=== block 1 ===
Fig. 1: block 1, met1 routing
(4 px per um) Supply wires on this layer in gray. Cells faint in the background.
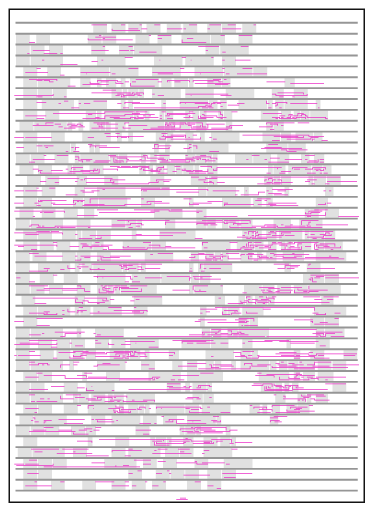

### src/rtl/bus_rr_arbiter.sv
// Packet bus arbiter: pops one packet from a pending device, decodes its destination ID and
// pushes it to one device, or to every other device on broadcast. Define BUS_STATS_EN for pkt_cnt.
module bus_rr_arbiter #(
  parameter int              DRVRS     = 6,
  parameter int              PCKG_SZ   = 16,
  parameter int              ID_W      = 8,
  parameter logic [ID_W-1:0] BROADCAST = 8'hFF,
  parameter int              ARB_MODE  = 0
) (
  input  logic                     clk,
  input  logic                     reset,
  input  logic [DRVRS-1:0]         pndng,
  input  logic [DRVRS*PCKG_SZ-1:0] D_pop,
  output logic [DRVRS-1:0]         pop,
  output logic [DRVRS-1:0]         push,
  output logic [PCKG_SZ-1:0]       D_push,
  output logic                     busy,
`ifdef BUS_STATS_EN
  output logic [31:0]              pkt_cnt,
`endif
  output logic                     err_drop
);

  localparam int IDX_W = (DRVRS > 1) ? $clog2(DRVRS) : 1;
  localparam logic [DRVRS-1:0] ONE_HOT0 = {{(DRVRS-1){1'b0}}, 1'b1};

  typedef enum logic [1:0] {
    IDLE = 2'd0,
    POP  = 2'd1,
    PUSH = 2'd2
  } state_t;

  state_t             state_r;
  logic [IDX_W-1:0]   rr_ptr_r;
  logic [IDX_W-1:0]   win_r;
  logic [PCKG_SZ-1:0] data_q_r;
  logic [DRVRS-1:0]   pop_r;
  logic [DRVRS-1:0]   push_r;
  logic [PCKG_SZ-1:0] d_push_r;
  logic               busy_r;
  logic               err_drop_r;
`ifdef BUS_STATS_EN
  logic [31:0]        pkt_cnt_r;
`endif

  logic [IDX_W-1:0]   win_s;
  logic [IDX_W-1:0]   cand_idx_s;
  logic               found_s;
  int                 cand_s;
  logic [ID_W-1:0]    dest_s;
  logic [31:0]        dest_ext_s;
  logic [DRVRS-1:0]   push_mask_s;
  logic               drop_s;
  logic [IDX_W-1:0]   next_ptr_s;

  // Winner search: rotate from rr_ptr in round-robin mode, from index 0 in fixed-priority mode
  always_comb begin
    win_s      = '0;
    found_s    = 1'b0;
    cand_s     = 0;
    cand_idx_s = '0;
    for (int i = 0; i < DRVRS; i++) begin
      if (ARB_MODE == 1) begin
        cand_s = i;
      end else begin
        cand_s = int'(rr_ptr_r) + i;
        if (cand_s >= DRVRS) begin
          cand_s = cand_s - DRVRS;
        end else begin
          cand_s = cand_s;
        end
      end
      cand_idx_s = cand_s[IDX_W-1:0];
      if (!found_s && pndng[cand_idx_s]) begin
        found_s = 1'b1;
        win_s   = cand_idx_s;
      end else begin
        found_s = found_s;
      end
    end
  end

  // Destination decode of the captured packet; unknown IDs are dropped
  always_comb begin
    dest_s      = data_q_r[PCKG_SZ-1 -: ID_W];
    dest_ext_s  = 32'(dest_s);
    push_mask_s = '0;
    drop_s      = 1'b0;
    if (dest_ext_s < 32'(DRVRS)) begin
      push_mask_s[dest_ext_s[IDX_W-1:0]] = 1'b1;
    end else if (dest_s == BROADCAST) begin
      push_mask_s = ~(ONE_HOT0 << win_r);
    end else begin
      drop_s = 1'b1;
    end
  end

  // Pointer moves one past the winner, wrapping at the last device
  always_comb begin
    if (win_r == IDX_W'(DRVRS - 1)) begin
      next_ptr_s = '0;
    end else begin
      next_ptr_s = win_r + IDX_W'(1);
    end
  end

  // Arbitration FSM with registered strobes, bus data and status outputs
  always_ff @(posedge clk) begin
    if (!reset) begin
      state_r    <= IDLE;
      rr_ptr_r   <= '0;
      win_r      <= '0;
      data_q_r   <= '0;
      pop_r      <= '0;
      push_r     <= '0;
      d_push_r   <= '0;
      busy_r     <= 1'b0;
      err_drop_r <= 1'b0;
`ifdef BUS_STATS_EN
      pkt_cnt_r  <= 32'd0;
`endif
    end else begin
      pop_r      <= '0;
      push_r     <= '0;
      err_drop_r <= 1'b0;
      case (state_r)
        IDLE: begin
          if (|pndng) begin
            win_r   <= win_s;
            state_r <= POP;
            busy_r  <= 1'b1;
          end else begin
            state_r <= IDLE;
            busy_r  <= 1'b0;
          end
        end
        POP: begin
          // A source that withdrew its request is skipped without moving the pointer
          if (pndng[win_r]) begin
            pop_r    <= ONE_HOT0 << win_r;
            data_q_r <= D_pop[int'(win_r)*PCKG_SZ +: PCKG_SZ];
            state_r  <= PUSH;
            busy_r   <= 1'b1;
          end else begin
            state_r  <= IDLE;
            busy_r   <= 1'b0;
          end
        end
        PUSH: begin
          push_r     <= push_mask_s;
          d_push_r   <= data_q_r;
          err_drop_r <= drop_s;
          state_r    <= IDLE;
          busy_r     <= 1'b0;
          if (ARB_MODE == 0) begin
            rr_ptr_r <= next_ptr_s;
          end else begin
            rr_ptr_r <= rr_ptr_r;
          end
`ifdef BUS_STATS_EN
          if (|push_mask_s) begin
            pkt_cnt_r <= pkt_cnt_r + 32'd1;
          end else begin
            pkt_cnt_r <= pkt_cnt_r;
          end
`endif
        end
        default: begin
          state_r <= IDLE;
          busy_r  <= 1'b0;
        end
      endcase
    end
  end

  assign pop      = pop_r;
  assign push     = push_r;
  assign D_push   = d_push_r;
  assign busy     = busy_r;
  assign err_drop = err_drop_r;
`ifdef BUS_STATS_EN
  assign pkt_cnt  = pkt_cnt_r;
`endif

endmodule

### config.mk
export PLATFORM = sky130hd
export DESIGN_NAME = bus_rr_arbiter
export DESIGN_NICKNAME = d
export VERILOG_FILES = /design/src/rtl/bus_rr_arbiter.sv
export SDC_FILE = /design/constraint.sdc
export NUM_CORES = 1
export LEC_CHECK = 0
export CORE_ASPECT_RATIO = 1.4
export CORE_UTILIZATION = 35
export DETAILED_ROUTE_END_ITERATION = 8
export HOLD_SLACK_MARGIN = 0.08
export PLACE_DENSITY = 0.65
export SYNTH_ARGS = -nofsm -noshare
export SYNTH_HDL_FRONTEND = slang
export SYNTH_SLANG_ARGS = --single-unit
export TNS_END_PERCENT = 10
### constraint.sdc
create_clock -name clk -period 3 [get_ports clk]
set_input_delay 0.6 -clock clk [delete_from_list [all_inputs] [get_ports clk]]
set_output_delay 0.6 -clock clk [all_outputs]
set_load 0.02 [all_outputs]
=== block 2 ===
<file path="src/rtl/wb_pkg.sv">
// Shared types and width helpers for the Wishbone width converter.
package wb_pkg;

  typedef enum logic [1:0] {
    IDLE = 2'd0,
    BEAT = 2'd1,
    RESP = 2'd2
  } wb_bridge_state_e;

  localparam int WB_GRANULARITY = 8;

  // Index width for n items; never below one bit so ports stay legal at n == 1.
  function automatic int wb_idx_width(input int n);
    return (n > 1) ? $clog2(n) : 1;
  endfunction

  // Address offset bits covered by n byte lanes (zero for a single lane).
  function automatic int wb_off_width(input int n);
    return (n > 1) ? $clog2(n) : 0;
  endfunction

endpackage

</file>
<file path="src/rtl/wb_lane_seek.sv">
// Finds the lowest beat index >= start whose byte-select slice is non-zero.
module wb_lane_seek
  import wb_pkg::*;
#(
  parameter int WSEL  = 4,
  parameter int NSEL  = 1,
  parameter int RATIO = 4,
  parameter int BW    = wb_idx_width(RATIO)
) (
  input  logic [WSEL-1:0] sel,
  input  logic [BW:0]     start,
  output logic [BW-1:0]   beat,
  output logic            found
);

  // Descending scan so the lowest qualifying index is the one left standing.
  always_comb begin
    beat  = '0;
    found = 1'b0;
    for (int k = RATIO - 1; k >= 0; k--) begin
      if ((k >= int'(start)) && (|sel[k*NSEL +: NSEL])) begin
        found = 1'b1;
        beat  = BW'(k);
      end
    end
  end

endmodule

</file>
<file path="src/rtl/wb_downsizer.sv">
// Wishbone classic wide-to-narrow bridge: splits each access into narrow beats,
// skipping empty select slices, with error propagation and upstream abort.
module wb_downsizer
  import wb_pkg::*;
#(
  parameter int ADDR_WIDTH   = 32,
  parameter int WIDE_WIDTH   = 32,
  parameter int NARROW_WIDTH = 8,
  parameter int GRANULARITY  = 8
) (
  input  logic                        clk_i,
  input  logic                        rst_i,
  input  logic [ADDR_WIDTH-1:0]       wbs_adr_i,
  input  logic [WIDE_WIDTH-1:0]       wbs_dat_i,
  output logic [WIDE_WIDTH-1:0]       wbs_dat_o,
  input  logic                        wbs_we_i,
  input  logic [WIDE_WIDTH/8-1:0]     wbs_sel_i,
  input  logic                        wbs_stb_i,
  input  logic                        wbs_cyc_i,
  output logic                        wbs_ack_o,
  output logic                        wbs_err_o,
  output logic [ADDR_WIDTH-1:0]       wbm_adr_o,
  output logic [NARROW_WIDTH-1:0]     wbm_dat_o,
  input  logic [NARROW_WIDTH-1:0]     wbm_dat_i,
  output logic                        wbm_we_o,
  output logic [NARROW_WIDTH/8-1:0]   wbm_sel_o,
  output logic                        wbm_stb_o,
  output logic                        wbm_cyc_o,
  input  logic                        wbm_ack_i,
  input  logic                        wbm_err_i
);

  localparam int RATIO = WIDE_WIDTH / NARROW_WIDTH;
  localparam int WSEL  = WIDE_WIDTH / 8;
  localparam int NSEL  = NARROW_WIDTH / 8;
  localparam int BW    = wb_idx_width(RATIO);
  localparam int NOFF  = wb_off_width(NSEL);

  generate
    if (GRANULARITY != WB_GRANULARITY) begin : g_bad_granularity
      $fatal(1, "wb_downsizer: GRANULARITY must be 8");
    end
    if ((NARROW_WIDTH > WIDE_WIDTH) || (RATIO * NARROW_WIDTH != WIDE_WIDTH)) begin : g_bad_width
      $fatal(1, "wb_downsizer: WIDE_WIDTH must be a power-of-two multiple of NARROW_WIDTH");
    end
  endgenerate

  wb_bridge_state_e        state;
  logic [ADDR_WIDTH-1:0]   adr_q;
  logic [WIDE_WIDTH-1:0]   dat_q;
  logic [WIDE_WIDTH-1:0]   rd_q;
  logic                    we_q;
  logic [WSEL-1:0]         sel_q;
  logic [BW-1:0]           beat;

  logic [WSEL-1:0]         seek_sel;
  logic [BW:0]             seek_start;
  logic [BW-1:0]           seek_beat;
  logic                    seek_found;
  logic [WIDE_WIDTH-1:0]   rd_next;
  logic [WIDE_WIDTH-1:0]   sel_mask;

  // One seeker serves both the first-beat search (live request) and the
  // next-beat search (latched selects, strictly above the current beat).
  always_comb begin
    if (state == IDLE) begin
      seek_sel   = wbs_sel_i;
      seek_start = '0;
    end else begin
      seek_sel   = sel_q;
      seek_start = {1'b0, beat} + 1'b1;
    end
  end

  wb_lane_seek #(
    .WSEL  (WSEL),
    .NSEL  (NSEL),
    .RATIO (RATIO),
    .BW    (BW)
  ) u_seek (
    .sel   (seek_sel),
    .start (seek_start),
    .beat  (seek_beat),
    .found (seek_found)
  );

  always_comb begin
    rd_next = rd_q;
    rd_next[int'(beat)*NARROW_WIDTH +: NARROW_WIDTH] = wbm_dat_i;
    for (int i = 0; i < WSEL; i++) begin
      sel_mask[i*8 +: 8] = {8{sel_q[i]}};
    end
  end

  function automatic logic [ADDR_WIDTH-1:0] lane_adr(input logic [ADDR_WIDTH-1:0] a,
                                                     input logic [BW-1:0] b);
    return (a & ~ADDR_WIDTH'(WSEL - 1)) | (ADDR_WIDTH'(b) << NOFF);
  endfunction

  always_ff @(posedge clk_i or posedge rst_i) begin
    if (rst_i) begin
      state     <= IDLE;
      adr_q     <= '0;
      dat_q     <= '0;
      rd_q      <= '0;
      we_q      <= 1'b0;
      sel_q     <= '0;
      beat      <= '0;
      wbs_dat_o <= '0;
      wbs_ack_o <= 1'b0;
      wbs_err_o <= 1'b0;
      wbm_adr_o <= '0;
      wbm_dat_o <= '0;
      wbm_we_o  <= 1'b0;
      wbm_sel_o <= '0;
      wbm_stb_o <= 1'b0;
      wbm_cyc_o <= 1'b0;
    end else begin
      wbs_ack_o <= 1'b0;
      wbs_err_o <= 1'b0;
      case (state)
        IDLE: begin
          if (wbs_cyc_i && wbs_stb_i) begin
            adr_q <= wbs_adr_i;
            dat_q <= wbs_dat_i;
            we_q  <= wbs_we_i;
            sel_q <= wbs_sel_i;
            rd_q  <= '0;
            if (seek_found) begin
              beat      <= seek_beat;
              wbm_cyc_o <= 1'b1;
              wbm_stb_o <= 1'b1;
              wbm_we_o  <= wbs_we_i;
              wbm_adr_o <= lane_adr(wbs_adr_i, seek_beat);
              wbm_sel_o <= wbs_sel_i[int'(seek_beat)*NSEL +: NSEL];
              wbm_dat_o <= wbs_dat_i[int'(seek_beat)*NARROW_WIDTH +: NARROW_WIDTH];
              state     <= BEAT;
            end else begin
              // Empty select: acknowledge without touching the narrow bus.
              wbs_ack_o <= 1'b1;
              wbs_dat_o <= '0;
              state     <= RESP;
            end
          end
        end
        BEAT: begin
          if (!wbs_cyc_i) begin
            wbm_cyc_o <= 1'b0;
            wbm_stb_o <= 1'b0;
            state     <= IDLE;
          end else if (wbm_err_i) begin
            wbm_cyc_o <= 1'b0;
            wbm_stb_o <= 1'b0;
            wbs_err_o <= 1'b1;
            wbs_dat_o <= rd_q & sel_mask;
            state     <= RESP;
          end else if (wbm_ack_i) begin
            rd_q <= rd_next;
            if (seek_found) begin
              beat      <= seek_beat;
              wbm_adr_o <= lane_adr(adr_q, seek_beat);
              wbm_sel_o <= sel_q[int'(seek_beat)*NSEL +: NSEL];
              wbm_dat_o <= dat_q[int'(seek_beat)*NARROW_WIDTH +: NARROW_WIDTH];
              wbm_we_o  <= we_q;
            end else begin
              wbm_cyc_o <= 1'b0;
              wbm_stb_o <= 1'b0;
              wbs_ack_o <= 1'b1;
              wbs_dat_o <= rd_next & sel_mask;
              state     <= RESP;
            end
          end
        end
        RESP: state <= IDLE;
        default: state <= IDLE;
      endcase
    end
  end

endmodule

</file>
<file path="config.mk">
export PLATFORM = sky130hd
export DESIGN_NAME = wb_downsizer
export DESIGN_NICKNAME = d
export VERILOG_FILES = /design/src/rtl/wb_pkg.sv /design/src/rtl/wb_lane_seek.sv /design/src/rtl/wb_downsizer.sv
export SDC_FILE = /design/constraint.sdc
export NUM_CORES = 1
export LEC_CHECK = 0
export CORE_UTILIZATION = 25
export CTS_CLUSTER_SIZE = 16
export DETAILED_ROUTE_END_ITERATION = 10
export SLEW_MARGIN = 10
export SYNTH_ARGS = -nofsm -noshare
export SYNTH_HDL_FRONTEND = slang
export SYNTH_SLANG_ARGS = --single-unit
export TNS_END_PERCENT = 5
</file>
<file path="constraint.sdc">
create_clock -name clk_i -period 11.49 [get_ports clk_i]
set_input_delay 2.8725 -clock clk_i [delete_from_list [all_inputs] [get_ports clk_i]]
set_output_delay 2.8725 -clock clk_i [all_outputs]
set_load 0.02 [all_outputs]
</file>
=== block 3 ===
`config.mk`:
```
export PLATFORM = sky130hd
export DESIGN_NAME = data_island_scheduler_flat
export DESIGN_NICKNAME = d
export VERILOG_FILES = /design/src/rtl/data_island_scheduler_if.sv /design/src/rtl/data_island_scheduler.sv /design/src/flat_wrapper.sv
export SDC_FILE = /design/constraint.sdc
export NUM_CORES = 1
export LEC_CHECK = 0
export ABC_AREA = 1
export ABC_CLOCK_PERIOD_IN_PS = 2680
export CAP_MARGIN = 30
export CORE_MARGIN = 2
export CORE_UTILIZATION = 53
export CTS_CLUSTER_SIZE = 8
export DETAILED_ROUTE_END_ITERATION = 12
export PLACE_DENSITY_LB_ADDON = 0.08
export SETUP_SLACK_MARGIN = 0.02
export SLEW_MARGIN = 0
export SYNTH_ARGS = -nofsm -noshare
export SYNTH_HDL_FRONTEND = slang
export SYNTH_SLANG_ARGS = --single-unit
```
`constraint.sdc`:
```
create_clock -name clk_pixel -period 2.68 [get_ports clk_pixel]
set_clock_uncertainty 0.05 [all_clocks]
set_input_delay 0.804 -clock clk_pixel [delete_from_list [all_inputs] [get_ports clk_pixel]]
set_output_delay 0.804 -clock clk_pixel [all_outputs]
set_load 0.02 [all_outputs]
```
`src/rtl/data_island_scheduler_if.sv`:
```
// data_island_scheduler_if: blanking/request inputs and packet-slot outputs of the data island scheduler.
interface data_island_scheduler_if;
    logic [11:0] blank_remaining;
    logic [3:0]  req;
    logic [3:0]  grant;
    logic [1:0]  source_sel;
    logic        null_packet;
    logic        packet_start;
    logic        preamble;
    logic        guard;
    logic        data_island_period;

    modport master (
        output blank_remaining, req,
        input  grant, source_sel, null_packet, packet_start, preamble, guard, data_island_period
    );

    modport slave (
        input  blank_remaining, req,
        output grant, source_sel, null_packet, packet_start, preamble, guard, data_island_period
    );
endinterface

```
`src/rtl/data_island_scheduler.sv`:
```
// data_island_scheduler: schedules preamble/guard/packet slots of a data island with round-robin source arbitration.
// DATA_ISLAND_PRIORITY_SRC0_EN gives req[0] absolute priority over the round-robin among sources 1-3.
module data_island_scheduler #(
    parameter int MAX_PACKETS = 18,
    parameter int MIN_CONTROL = 12
) (
    input logic clk_pixel,
    input logic reset,
    data_island_scheduler_if.slave bus
);
    localparam int CW = (MIN_CONTROL > 32) ? $clog2(MIN_CONTROL) : 5;
    localparam int PW = $clog2(MAX_PACKETS + 1);
    localparam logic [12:0] ENTER_MIN = 13'(44 + MIN_CONTROL);
    localparam logic [12:0] CONT_MIN  = 13'(34 + MIN_CONTROL);

    typedef enum logic [2:0] {IDLE, PREAMBLE, GUARD_LEAD, PACKET, GUARD_TRAIL, COOLDOWN} state_t;

    state_t        state;
    logic [CW-1:0] cnt;
    logic [PW-1:0] npk;
    logic [1:0]    ptr;
    logic [3:0]    cand;
    logic [3:0]    rr_set;
    logic [1:0]    idx;
    logic [1:0]    win;
    logic          found;

    // during a packet the current owner is masked so it cannot win twice in a row
    always_comb begin
        cand = (state == PACKET) ? bus.req & ~bus.grant : bus.req;
`ifdef DATA_ISLAND_PRIORITY_SRC0_EN
        rr_set = cand & 4'b1110;
`else
        rr_set = cand;
`endif
        found = 1'b0;
        win = 2'd0;
        idx = 2'd0;
        for (int i = 0; i < 4; i++) begin
            idx = ptr + 2'(i);
            if (!found && rr_set[idx]) begin
                found = 1'b1;
                win = idx;
            end
        end
`ifdef DATA_ISLAND_PRIORITY_SRC0_EN
        if (cand[0]) begin
            found = 1'b1;
            win = 2'd0;
        end
`endif
    end

    always_ff @(posedge clk_pixel) begin
        if (reset) begin
            state <= IDLE;
            cnt <= '0;
            npk <= '0;
            ptr <= 2'd0;
            bus.grant <= 4'b0;
            bus.source_sel <= 2'd0;
            bus.null_packet <= 1'b0;
            bus.packet_start <= 1'b0;
            bus.preamble <= 1'b0;
            bus.guard <= 1'b0;
            bus.data_island_period <= 1'b0;
        end else begin
            bus.packet_start <= 1'b0;
            case (state)
                IDLE: begin
                    cnt <= '0;
                    npk <= '0;
                    if (|bus.req && {1'b0, bus.blank_remaining} >= ENTER_MIN) begin
                        state <= PREAMBLE;
                        bus.preamble <= 1'b1;
                    end
                end
                PREAMBLE: begin
                    cnt <= cnt + 1'b1;
                    if (cnt == CW'(7)) begin
                        cnt <= '0;
                        state <= GUARD_LEAD;
                        bus.preamble <= 1'b0;
                        bus.guard <= 1'b1;
                    end
                end
                GUARD_LEAD: begin
                    cnt <= cnt + 1'b1;
                    if (cnt == CW'(1)) begin
                        cnt <= '0;
                        state <= PACKET;
                        bus.guard <= 1'b0;
                        bus.data_island_period <= 1'b1;
                        bus.packet_start <= 1'b1;
                        npk <= (npk == PW'(MAX_PACKETS)) ? npk : npk + 1'b1;
                        bus.grant <= found ? 4'b1 << win : 4'b0;
                        bus.source_sel <= found ? win : 2'd0;
                        bus.null_packet <= !found;
                        if (found) ptr <= win + 2'd1;
                    end
                end
                PACKET: begin
                    cnt <= cnt + 1'b1;
                    if (cnt == CW'(31)) begin
                        cnt <= '0;
                        if (found && npk < PW'(MAX_PACKETS) && {1'b0, bus.blank_remaining} >= CONT_MIN) begin
                            bus.packet_start <= 1'b1;
                            npk <= npk + 1'b1;
                            bus.grant <= 4'b1 << win;
                            bus.source_sel <= win;
                            bus.null_packet <= 1'b0;
                            ptr <= win + 2'd1;
                        end else begin
                            state <= GUARD_TRAIL;
                            bus.guard <= 1'b1;
                            bus.data_island_period <= 1'b0;
                            bus.grant <= 4'b0;
                            bus.source_sel <= 2'd0;
                            bus.null_packet <= 1'b0;
                        end
                    end
                end
                GUARD_TRAIL: begin
                    cnt <= cnt + 1'b1;
                    if (cnt == CW'(1)) begin
                        cnt <= '0;
                        state <= COOLDOWN;
                        bus.guard <= 1'b0;
                    end
                end
                COOLDOWN: begin
                    cnt <= cnt + 1'b1;
                    if (cnt == CW'(MIN_CONTROL - 1)) begin
                        cnt <= '0;
                        state <= IDLE;
                    end
                end
                default: state <= IDLE;
            endcase
        end
    end
endmodule

```
`src/flat_wrapper.sv`:
```
// flat-port wrapper written by rule: the top's interface ports become plain ports
module data_island_scheduler_flat 
#(
    parameter int MAX_PACKETS = 18,
    parameter int MIN_CONTROL = 12
)
  (clk_pixel, reset, bus_blank_remaining, bus_req, bus_grant, bus_source_sel, bus_null_packet, bus_packet_start, bus_preamble, bus_guard, bus_data_island_period);
  data_island_scheduler_if bus_i ();
  input logic clk_pixel;
  input logic reset;
  input wire logic [$bits(bus_i.blank_remaining)-1:0] bus_blank_remaining;
  input wire logic [$bits(bus_i.req)-1:0] bus_req;
  output wire logic [$bits(bus_i.grant)-1:0] bus_grant;
  output wire logic [$bits(bus_i.source_sel)-1:0] bus_source_sel;
  output wire logic [$bits(bus_i.null_packet)-1:0] bus_null_packet;
  output wire logic [$bits(bus_i.packet_start)-1:0] bus_packet_start;
  output wire logic [$bits(bus_i.preamble)-1:0] bus_preamble;
  output wire logic [$bits(bus_i.guard)-1:0] bus_guard;
  output wire logic [$bits(bus_i.data_island_period)-1:0] bus_data_island_period;
  assign bus_i.blank_remaining = bus_blank_remaining;
  assign bus_i.req = bus_req;
  assign bus_grant = bus_i.grant;
  assign bus_source_sel = bus_i.source_sel;
  assign bus_null_packet = bus_i.null_packet;
  assign bus_packet_start = bus_i.packet_start;
  assign bus_preamble = bus_i.preamble;
  assign bus_guard = bus_i.guard;
  assign bus_data_island_period = bus_i.data_island_period;
  data_island_scheduler #(.MAX_PACKETS(MAX_PACKETS), .MIN_CONTROL(MIN_CONTROL)) u_core (.clk_pixel(clk_pixel), .reset(reset), .bus(bus_i));
endmodule
```
=== block 4 ===
File: src/rtl/mem_arbiter_ctrl.sv
// Round-robin arbitrated single-port word memory with byte-enabled writes and a fixed-latency response pipeline.
// Optional access/stall statistics counters are enabled by defining MEM_ARB_STATS_EN.
module mem_arbiter_ctrl #(
    parameter int    WIDTH      = 32,
    parameter int    ADDR       = 5,
    parameter int    NPORTS     = 2,
    parameter int    RD_LATENCY = 1,
    parameter string INIT_FILE  = ""
) (
    input  logic                          clk,
    input  logic                          reset,
    input  logic [NPORTS-1:0]             req_valid,
    output logic [NPORTS-1:0]             req_ready,
    input  logic [NPORTS-1:0]             req_wr_en,
    input  logic [NPORTS*ADDR-1:0]        req_addr,
    input  logic [NPORTS*WIDTH-1:0]       req_wdata,
    input  logic [NPORTS*(WIDTH/8)-1:0]   req_be,
    output logic [NPORTS-1:0]             rsp_valid,
    output logic [WIDTH-1:0]              rsp_rdata,
    output logic [31:0]                   stat_reads,
    output logic [31:0]                   stat_writes,
    output logic [31:0]                   stat_stalls
);

    localparam int DEPTH  = 2 ** ADDR;
    localparam int NBYTES = WIDTH / 8;
    localparam int PW     = (NPORTS > 1) ? $clog2(NPORTS) : 1;

    logic [WIDTH-1:0]  mem [DEPTH];

    logic [PW-1:0]     rr_ptr;
    logic [PW-1:0]     cand;
    logic [PW-1:0]     grant_idx;
    logic              grant_valid;
    logic              accept;

    logic              sel_wr;
    logic [ADDR-1:0]   sel_addr;
    logic [WIDTH-1:0]  sel_wdata;
    logic [NBYTES-1:0] sel_be;

    logic [RD_LATENCY-1:0] pipe_valid;
    logic [PW-1:0]         pipe_port [RD_LATENCY];
    logic [WIDTH-1:0]      pipe_data [RD_LATENCY];

    // First valid port at or after rr_ptr (wrapping) wins; nothing is granted during reset.
    always_comb begin
        grant_valid = 1'b0;
        grant_idx   = '0;
        cand        = '0;
        for (int k = 0; k < NPORTS; k++) begin
            cand = PW'((int'(rr_ptr) + k) % NPORTS);
            if (!grant_valid && req_valid[cand]) begin
                grant_valid = 1'b1;
                grant_idx   = cand;
            end
        end
        if (reset) grant_valid = 1'b0;
    end

    assign accept    = grant_valid;
    assign req_ready = grant_valid ? (NPORTS'(1) << grant_idx) : '0;

    assign sel_wr    = req_wr_en[grant_idx];
    assign sel_addr  = req_addr[grant_idx*ADDR +: ADDR];
    assign sel_wdata = req_wdata[grant_idx*WIDTH +: WIDTH];
    assign sel_be    = req_be[grant_idx*NBYTES +: NBYTES];

    always_ff @(posedge clk) begin
        if (reset) begin
            rr_ptr <= '0;
        end else if (accept) begin
            if (grant_idx == PW'(NPORTS - 1)) rr_ptr <= '0;
            else                              rr_ptr <= grant_idx + PW'(1);
        end
    end

    // Storage is deliberately left out of reset so contents survive a reset pulse.
    always_ff @(posedge clk) begin
        if (accept && sel_wr) begin
            for (int b = 0; b < NBYTES; b++) begin
                if (sel_be[b]) mem[sel_addr][8*b +: 8] <= sel_wdata[8*b +: 8];
            end
        end
    end

    always_ff @(posedge clk) begin
        if (reset) begin
            pipe_valid <= '0;
            for (int s = 0; s < RD_LATENCY; s++) begin
                pipe_port[s] <= '0;
                pipe_data[s] <= '0;
            end
        end else begin
            pipe_valid[0] <= accept;
            pipe_port[0]  <= grant_idx;
            pipe_data[0]  <= (accept && !sel_wr) ? mem[sel_addr] : '0;
            for (int s = 1; s < RD_LATENCY; s++) begin
                pipe_valid[s] <= pipe_valid[s-1];
                pipe_port[s]  <= pipe_port[s-1];
                pipe_data[s]  <= pipe_data[s-1];
            end
        end
    end

    assign rsp_valid = pipe_valid[RD_LATENCY-1] ? (NPORTS'(1) << pipe_port[RD_LATENCY-1]) : '0;
    assign rsp_rdata = pipe_valid[RD_LATENCY-1] ? pipe_data[RD_LATENCY-1] : '0;

`ifdef MEM_ARB_STATS_EN
    logic [31:0] cnt_reads;
    logic [31:0] cnt_writes;
    logic [31:0] cnt_stalls;

    // A stall is any cycle where some requesting port goes ungranted, even if another port wins.
    always_ff @(posedge clk) begin
        if (reset) begin
            cnt_reads  <= '0;
            cnt_writes <= '0;
            cnt_stalls <= '0;
        end else begin
            if (accept && !sel_wr)             cnt_reads  <= cnt_reads + 32'd1;
            if (accept && sel_wr)              cnt_writes <= cnt_writes + 32'd1;
            if (|(req_valid & ~req_ready))     cnt_stalls <= cnt_stalls + 32'd1;
        end
    end

    assign stat_reads  = cnt_reads;
    assign stat_writes = cnt_writes;
    assign stat_stalls = cnt_stalls;
`else
    assign stat_reads  = '0;
    assign stat_writes = '0;
    assign stat_stalls = '0;
`endif

endmodule

File: config.mk
export PLATFORM = sky130hd
export DESIGN_NAME = mem_arbiter_ctrl
export DESIGN_NICKNAME = d
export VERILOG_FILES = /design/src/rtl/mem_arbiter_ctrl.sv
export SDC_FILE = /design/constraint.sdc
export NUM_CORES = 1
export LEC_CHECK = 0
export CORE_ASPECT_RATIO = 1.75
export CORE_MARGIN = 3
export CORE_UTILIZATION = 55
export CTS_CLUSTER_DIAMETER = 30
export CTS_CLUSTER_SIZE = 28
export DETAILED_ROUTE_END_ITERATION = 8
export PLACE_DENSITY_LB_ADDON = 0.05
export REMOVE_ABC_BUFFERS = 1
export SLEW_MARGIN = 20
export SYNTH_ARGS = -nofsm -noshare
export SYNTH_HDL_FRONTEND = slang
export SYNTH_SLANG_ARGS = --single-unit
File: constraint.sdc
create_clock -name clk -period 2.9 [get_ports clk]
set_input_delay 0.29 -clock clk [delete_from_list [all_inputs] [get_ports clk]]
set_output_delay 0.29 -clock clk [all_outputs]
set_load 0.01 [all_outputs]
Fig. 2: block 1, wiring by layer
(4 px per um) Two of the layers only.
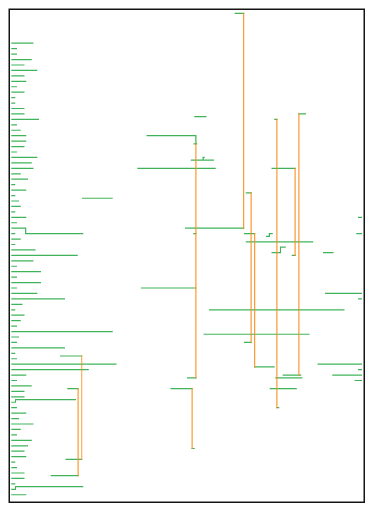
Key: green = M3 [wire length 632 um]; orange = M4 [wire length 405 um]

About Fig. 1:
The longest straight run is 32.2 um. The layer carries 3900 um of wire. 539 nets have wire on it. The wires run mostly horizontal.

==> deck_impl_summary.md, block 1 <==
Key Metrics from the Run

Run status
  • Status: completed

Logic synthesis
  • Cell type with the largest total area: dfxtp_1
  • Cell area after synthesis: 0.003654 sq mm
  • Largest cells by area: dfxtp_1 30%, mux4_2 11%, mux2i_1 6.3%

Floorplanning
  • Row cnt: about 43

Clocking
  • Clock slew at reported path FFs: 0.07 ns
  • Root Buffer: clkbuf_16

Place
  • Cell Count Post-Placement: approximately 640
  • Place WS: 0.05929 ns

Timing
  • Worst Skew: 0.003507 ns
  • Period utilization: 0.9035

Final layout
  • Area Overhead vs Synth: 43.97%
  • Post-Layout Cell Count: 650

Critical path
  • Crit path top cell by count: inv_1

Global route
  • GRT overflow: 0
## block 1: metal layers
metal	wire length, um	GRT usage	up-vias	part of all wire
li1	-	-	1695	-
met1	3895	0.2191	1607	0.36
met2	5971	0.4067	144	0.55
met3	632	0.03161	22	0.058
met4	404	0.09476	0	0.037
met5	0	0	-	0
## block 1: sequential cells by signal (all words and copies together) (netlist names)
signal / flops
D_push: 16
data_q_r: 16
pop: 6
push: 6
rr_ptr_r: 3
win_r: 3
state_r: 2
busy: 1
err_drop: 1
## block 1: worst paths after layout
kind	slack, ns	start	endpoint	depth (start not counted)
hold / removal	0.46	D_push[2]	D_push[2]	2
setup reg to reg	0.29	rr_ptr_r[0]	win_r[1]	9
setup / recovery	0.29	rr_ptr_r[0]	win_r[1]	9
hold reg to reg	0.46	D_push[2]	D_push[2]	2
## block 1: worst min-delay path, cell delays in order, from the launching register on
cell and delay [ns]:
dfxtp_1 0.31, nand2_1 0.04, a21boi_0 0.06
## block 1: power breakdown
| part | total (uW) | leakage, uW | internal [uW] | switching, uW |
|---|---|---|---|---|
| combinational | 795 | 0.00148 | 424 | 371 |
| clock | 555 | 0.0000629 | 305 | 249 |
| sequential | 820 | 0.000439 | 768 | 51.3 |
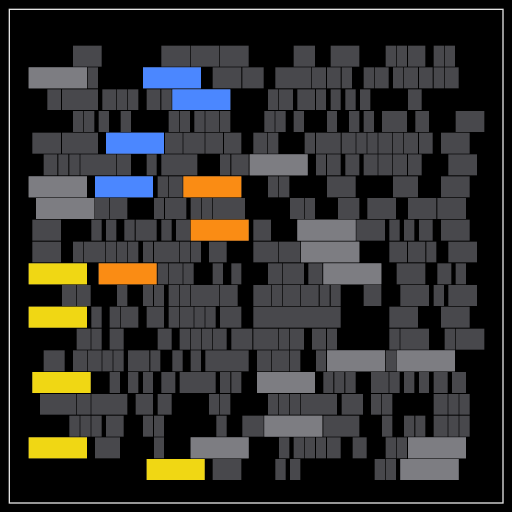
Fig. 3. Sequential cells colored by netlist name (block 3).
(8 px per um) Other sequential cells in the stronger gray, the rest of the logic in the fainter gray.
Key: blue = u_core.bus.grant [placed flops 4]; yellow = u_core.cnt [placed flops 5]; orange = u_core.state [placed flops 3]
Another 14 sequential cells are not colored.

Fig. 4: block 3, routing congestion
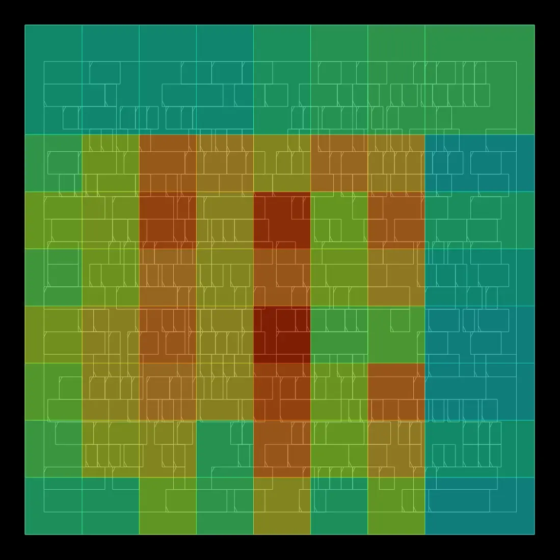
grt met2 use: 0.3549
Tot GR Track Use: 0.2322
routed wire length per instance: 11.75 um

==> deck_impl_summary.md, block 3 <==
Key Metrics from the Run

Run status
  • Status: completed

Critical path
  • Setup crit end: u_core.ptr[1]
  • Worst path max stage delay: ~0.5 ns
  • Reg2reg setup slack: roughly 0.48 ns
  • Buffer and inverter count on the worst path: 2

Pwr
  • Sequential power share: 0.330
  • Leakage Power: 0.0009929 uW
  • Pwr Total: ~1700 uW
  • Internal power: 948.3 uW
  • Comb power: 863 uW

Clocking
  • # resized after CTS: 0
  • Clock buffer depth: 2
  • Clock slew at reported path FFs: 0.14 ns
  • Hold-fix buffers, CTS: 0

Timing
  • Worst-margin pin slew: 0.4060 ns

Floorplanning
  • Tap Count: 44

Logic synthesis
  • Synth flops: 26
  • Synth warn: 0
  • Cell type with the largest total area: dfxtp_1

Drt
  • DRT Pass-1 Iters: 4
  • Vias per inst: 5.325
  • Routed wire length: 4123 um

Final layout
  • NonClk Buf Share: 0.1494
  • Clock-cell share of area: 0.02432
==> block 3: synthesized netlist by cell type (2+ instances only) <==
library cell	count
inv_1	30
nand3_1	24
nand4_1	9
inv_2	4
o21ai_2	3
a31oi_1	3
nand2_2	5
nor2_1	36
nand2_1	69
a21oi_1	16
o21ai_0	11
dfxtp_1	26
ha_1	9
clkbuf_1	2
nor3_1	4
o21bai_1	2
==> block 3: worst register-to-register path, delay by kind of cell, from the launching register on <==
family                   cells  cell delay (ns)
buffers and inverters        2             0.13
adder cells (fa/ha/maj)      1             0.28
AND-OR/OR-AND                2             0.25
AND/OR/NAND/NOR              7             0.86
flip-flops                   1             0.57
==> block 3: state kept, by name (all words and copies together), names as in the netlist <==
| signal | cells |
|---|---|
| u_core.bus.data_island_period | 1 |
| u_core.bus.grant | 4 |
| u_core.bus.guard | 1 |
| u_core.bus.null_packet | 1 |
| u_core.bus.packet_start | 1 |
| u_core.bus.preamble | 1 |
| u_core.bus.source_sel | 2 |
| u_core.cnt | 5 |
| u_core.npk | 5 |
| u_core.ptr | 2 |
| u_core.state | 3 |
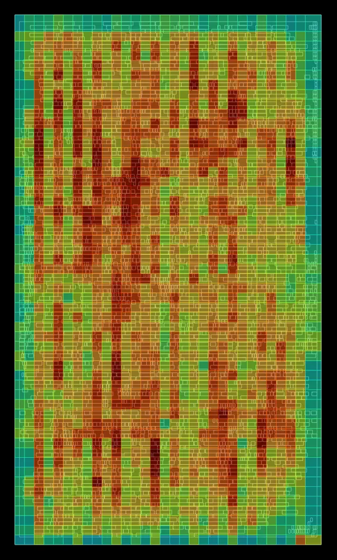
Fig. 5. Routing congestion (block 4).
M3 GR Usage: 0.03790
met1 global-route usage: 0.3433
grt met2 use: 0.4921
Tot GR Track Use: 0.2844
final design utilization: 0.6838

==> deck_impl_summary.md, block 4 <==
Key Metrics from the Run

Run status
  • Status: completed

Floorplanning
  • Die span in y: about 380 um
  • Die span in x: 218.3 um

Logic synthesis
  • Post-Synth Simple-Gate Area: 0.05850
  • Top comb family, area: multiplexers
  • Mean Syn Cell Area: 16.14 sq um
  • List of most frequent post-synthesis cells: 1024 x edfxtp_1, 399 x mux2i_1, 250 x nand2_1, 193 x o22ai_1, 136 x nor2_1
  • Largest cells by area: edfxtp_1 71%, mux2i_1 9.2%, mux4_2 3.9%

Pwr
  • Clock Power: 15400 uW
  • Sequential cell power: 17000 uW
  • Pwr top: registers

Drt
  • Post-route ant nets: 0

Critical path
  • CP cell instances: buf_4 > nand2b_4 > buf_4 > a21boi_2 > buf_4 > nor2_4 > buf_4 > nand2_1 > buf_12 > o22ai_1 > nor4_1 > buf_4 > a21oi_1
  • Crit path top cell by count: buf_4
  • Setup crit end: pipe_data[0][12]

Final layout
  • Flip-flops: ~1100
  • Clock-cell share of area: 0.07828
  • Seq area share: 0.5907
  • Logic share of the area: 0.2036
  • Multi-input gates: 1467
  • ANT cells: 2

Place
  • Dpl cell area: 0.04903 sq mm

Global route
  • Antenna violations before repair: 1

Timing
  • Fin. Hold Viols: 0
## block 4: metrics by stage
stage | setup TNS [ns] | cells | setup slack, ns | total power [uW]
4_1_cts | 0 | 4343 | 0.03776 | 35820
5_1_grt | 0 | 4343 | 0.01572 | 36600
2_1_floorplan | -6786.30 | 2530 | -13.02 | 19640
3_3_place_gp | -63.38 | 4112 | -0.3525 | 20460
3_5_place_dp | -67.63 | 4112 | -0.3648 | 20510
6_report | 0 | 4345 | 0.08215 | 35630
## block 4: routing by layer
metal,GRT usage,share of wire,vias to the layer above
li1,-,-,11390
met2,0.4921,0.51,1166
met1,0.3433,0.37,12988
met4,0.1620,0.062,0
met3,0.03790,0.060,301
met5,0,0,-
## block 4: worst max-delay path, delay by kind of cell, from the launching register on
| family | cells | cell delay, ns |
|---|---|---|
| buffers and inverters | 6 | 1.09 |
| AOI/OAI and AO/OA | 3 | 0.60 |
| DFF | 1 | 0.33 |
| and+or+nand+nor | 4 | 0.71 |
## block 4: state kept, by name, indices dropped and copies added, names as in the netlist
name / count
mem: 1024
pipe_data: 32
pipe_port: 1
pipe_valid: 1
rr_ptr: 1
Fig. 6: block 2, met1 routing
(3 px per um) Supply wires on this layer in gray. Cells faint in the background.
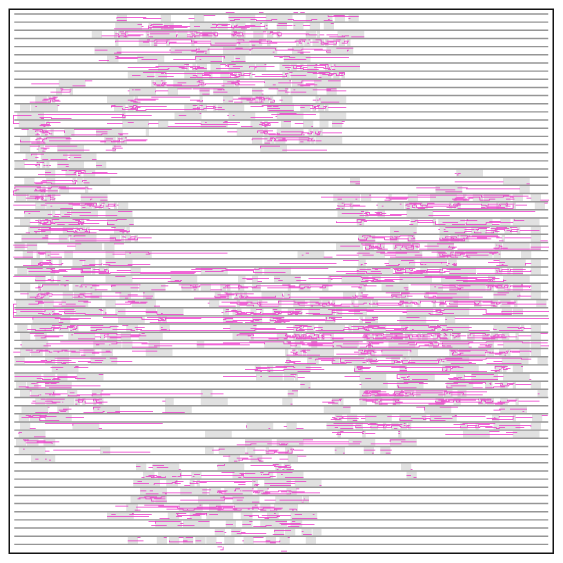
The layer carries 9520 um of wire. The wires run mostly horizontal. The layer holds 46% of the routed length. The longest straight run is 45.5 um.

Fig. 7: block 2, metal 4
(2 px per um) Supply wires on this layer in gray.
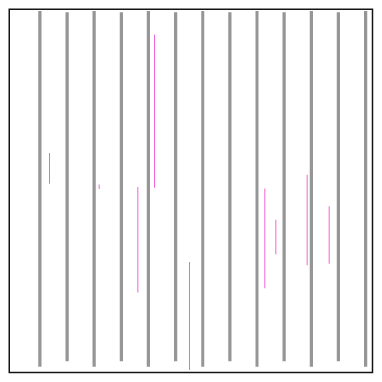
6 nets have wire on it. The longest straight run is 76.2 um. The wires run mostly vertical. The layer carries 339 um of wire. The layer holds 1.6% of the routed length.

==> deck_impl_summary.md, block 2 <==
Key Metrics from the Run

Drt
  • Met2 routed WL: 9133 um
  • Top Layer Used: met5
  • Routed wire length: 20670 um

Timing
  • Fin. Hold Viols: 0
  • Post-route minimum period: about 5 ns
  • Hold WS: 0.4725 ns

Logic synthesis
  • Post-synth cell types: 42
  • Number of enable flip-flop cells: 0
  • Yosys cell count: 677
  • Area leader share: 0.5633

Clocking
  • TritonCTS clock tree: yes
  • CTS Buf Count: 17
  • # resized after CTS: 0

Min path
  • WHS Path Cells: 1
  • Hold Crit Start: wbm_sel_o

Critical path
  • CP cell instances: clkdlybuf4s50_1 > nor2_1 > o32ai_1 > and3b_1 > mux4_1 > and3_1 > a221o_1
  • Worst path depth: 7
  • CP top delay family: simple AND/OR/NAND/NOR gates
  • Reg-to-Reg End: wbm_dat_o[4]

Run status
  • Status: completed

Global route
  • M3 GR Usage: 0.04979
  • Antenna violations before repair: 3

Place
  • Detail Placement HPWL: 13240 um
[block 2: cells by family (layout without fill, tap and decap cells)]
family,Yosys count,count (layout),synth area share
adders and majority gates,5,5,0.007824
muxes,91,91,0.1513
other,0,2,0
buffers and inverters,61,207,0.03536
AOI/OAI and AO/OA,157,157,0.1436
DFF,180,180,0.5633
and+or+nand+nor,183,183,0.09858
[block 2: report_power, final]
group / switching (uW) / internal (uW)
registers: 83.3 / 777
logic: 360 / 325
clock network: 284 / 332
[block 2: cell type report]
type                    count  area, sq um  share of cell area
clock inverters            15        183.9             0.01746
well taps                 402        503.0             0.04775
diodes                      2        5.005           0.0004751
clock buffers              17        425.4             0.04038
multi-input cells         436         3239              0.3075
repair buffers            164         1627              0.1544
flip-flops and latches    180         4504              0.4276
inverters                  11        46.29            0.004395
[block 2: sequential cells by signal, summed over array words and instances, names as in the netlist, 2 cells and up]
name / count
sel_q: 4
beat: 2
dat_q: 32
wbm_adr_o: 32
adr_q: 30
state: 2
wbm_dat_o: 8
rd_q: 32
wbs_dat_o: 32


==> layout pictures side by side <==
Wiring by layer.
(a)
(1.5 px per um) Two of the layers only.
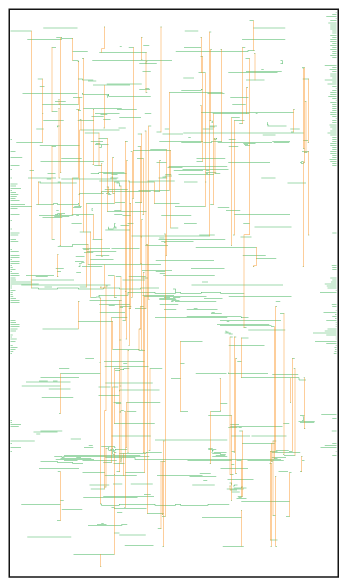
(b)
(2 px per um) Two of the layers only.
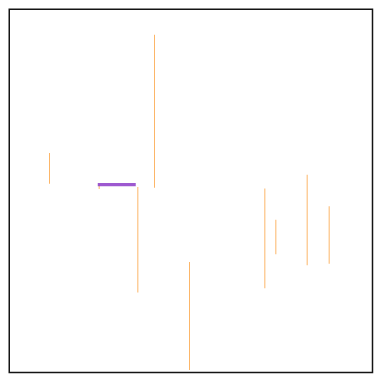
(c)
(8 px per um) Two of the layers only.
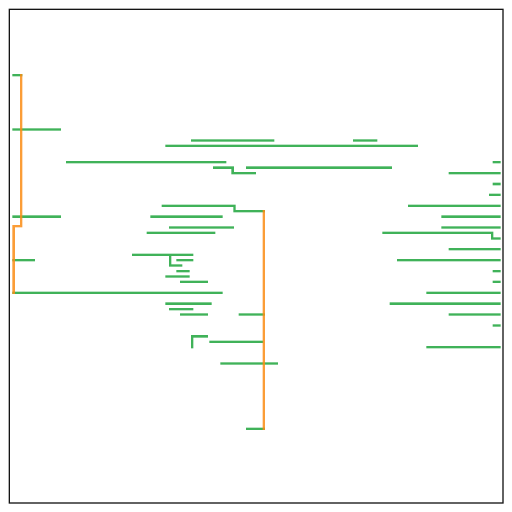
- least wire: (c)
- largest die: (a)
(b) -> block 2
(a) -> block 4
(c) -> block 3

Key to (c):
Key: green = M3 [wire length 327 um]; orange = M4 [wire length 55.3 um]


==> notes/layouts.md <==
Pictures saved along the way, in no particular order.

Sequential cells colored by netlist name.
Plate I
(4 px per um) Other sequential cells in the stronger gray, the rest of the logic in the fainter gray.
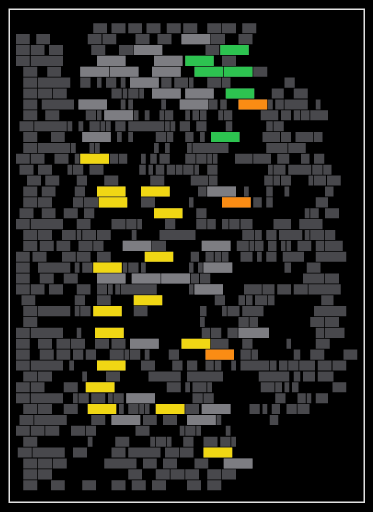
Plate II
(1.5 px per um) Other sequential cells in the stronger gray, the rest of the logic in the fainter gray.
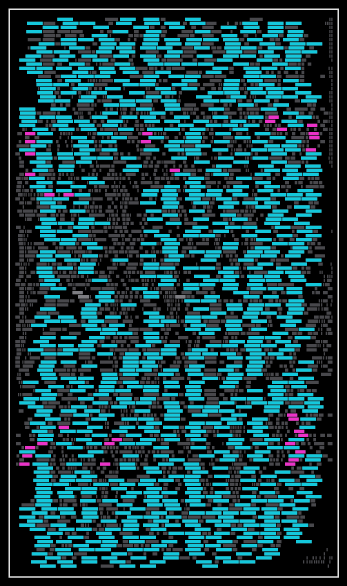
Plate III
(2 px per um) Other sequential cells in the stronger gray, the rest of the logic in the fainter gray.
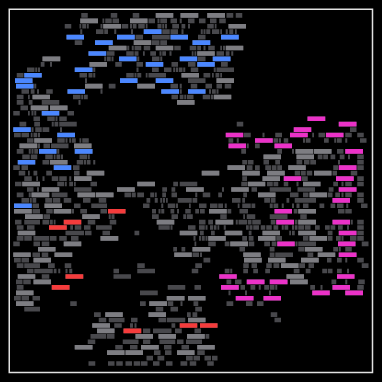
Of these, fewest cells: Plate I
Of these, most sequential cells: Plate II
- Plate III = block 2
- Plate I = block 1
- Plate II = block 4

Power figures rest on the tool's default switching activity, not on a simulated workload.
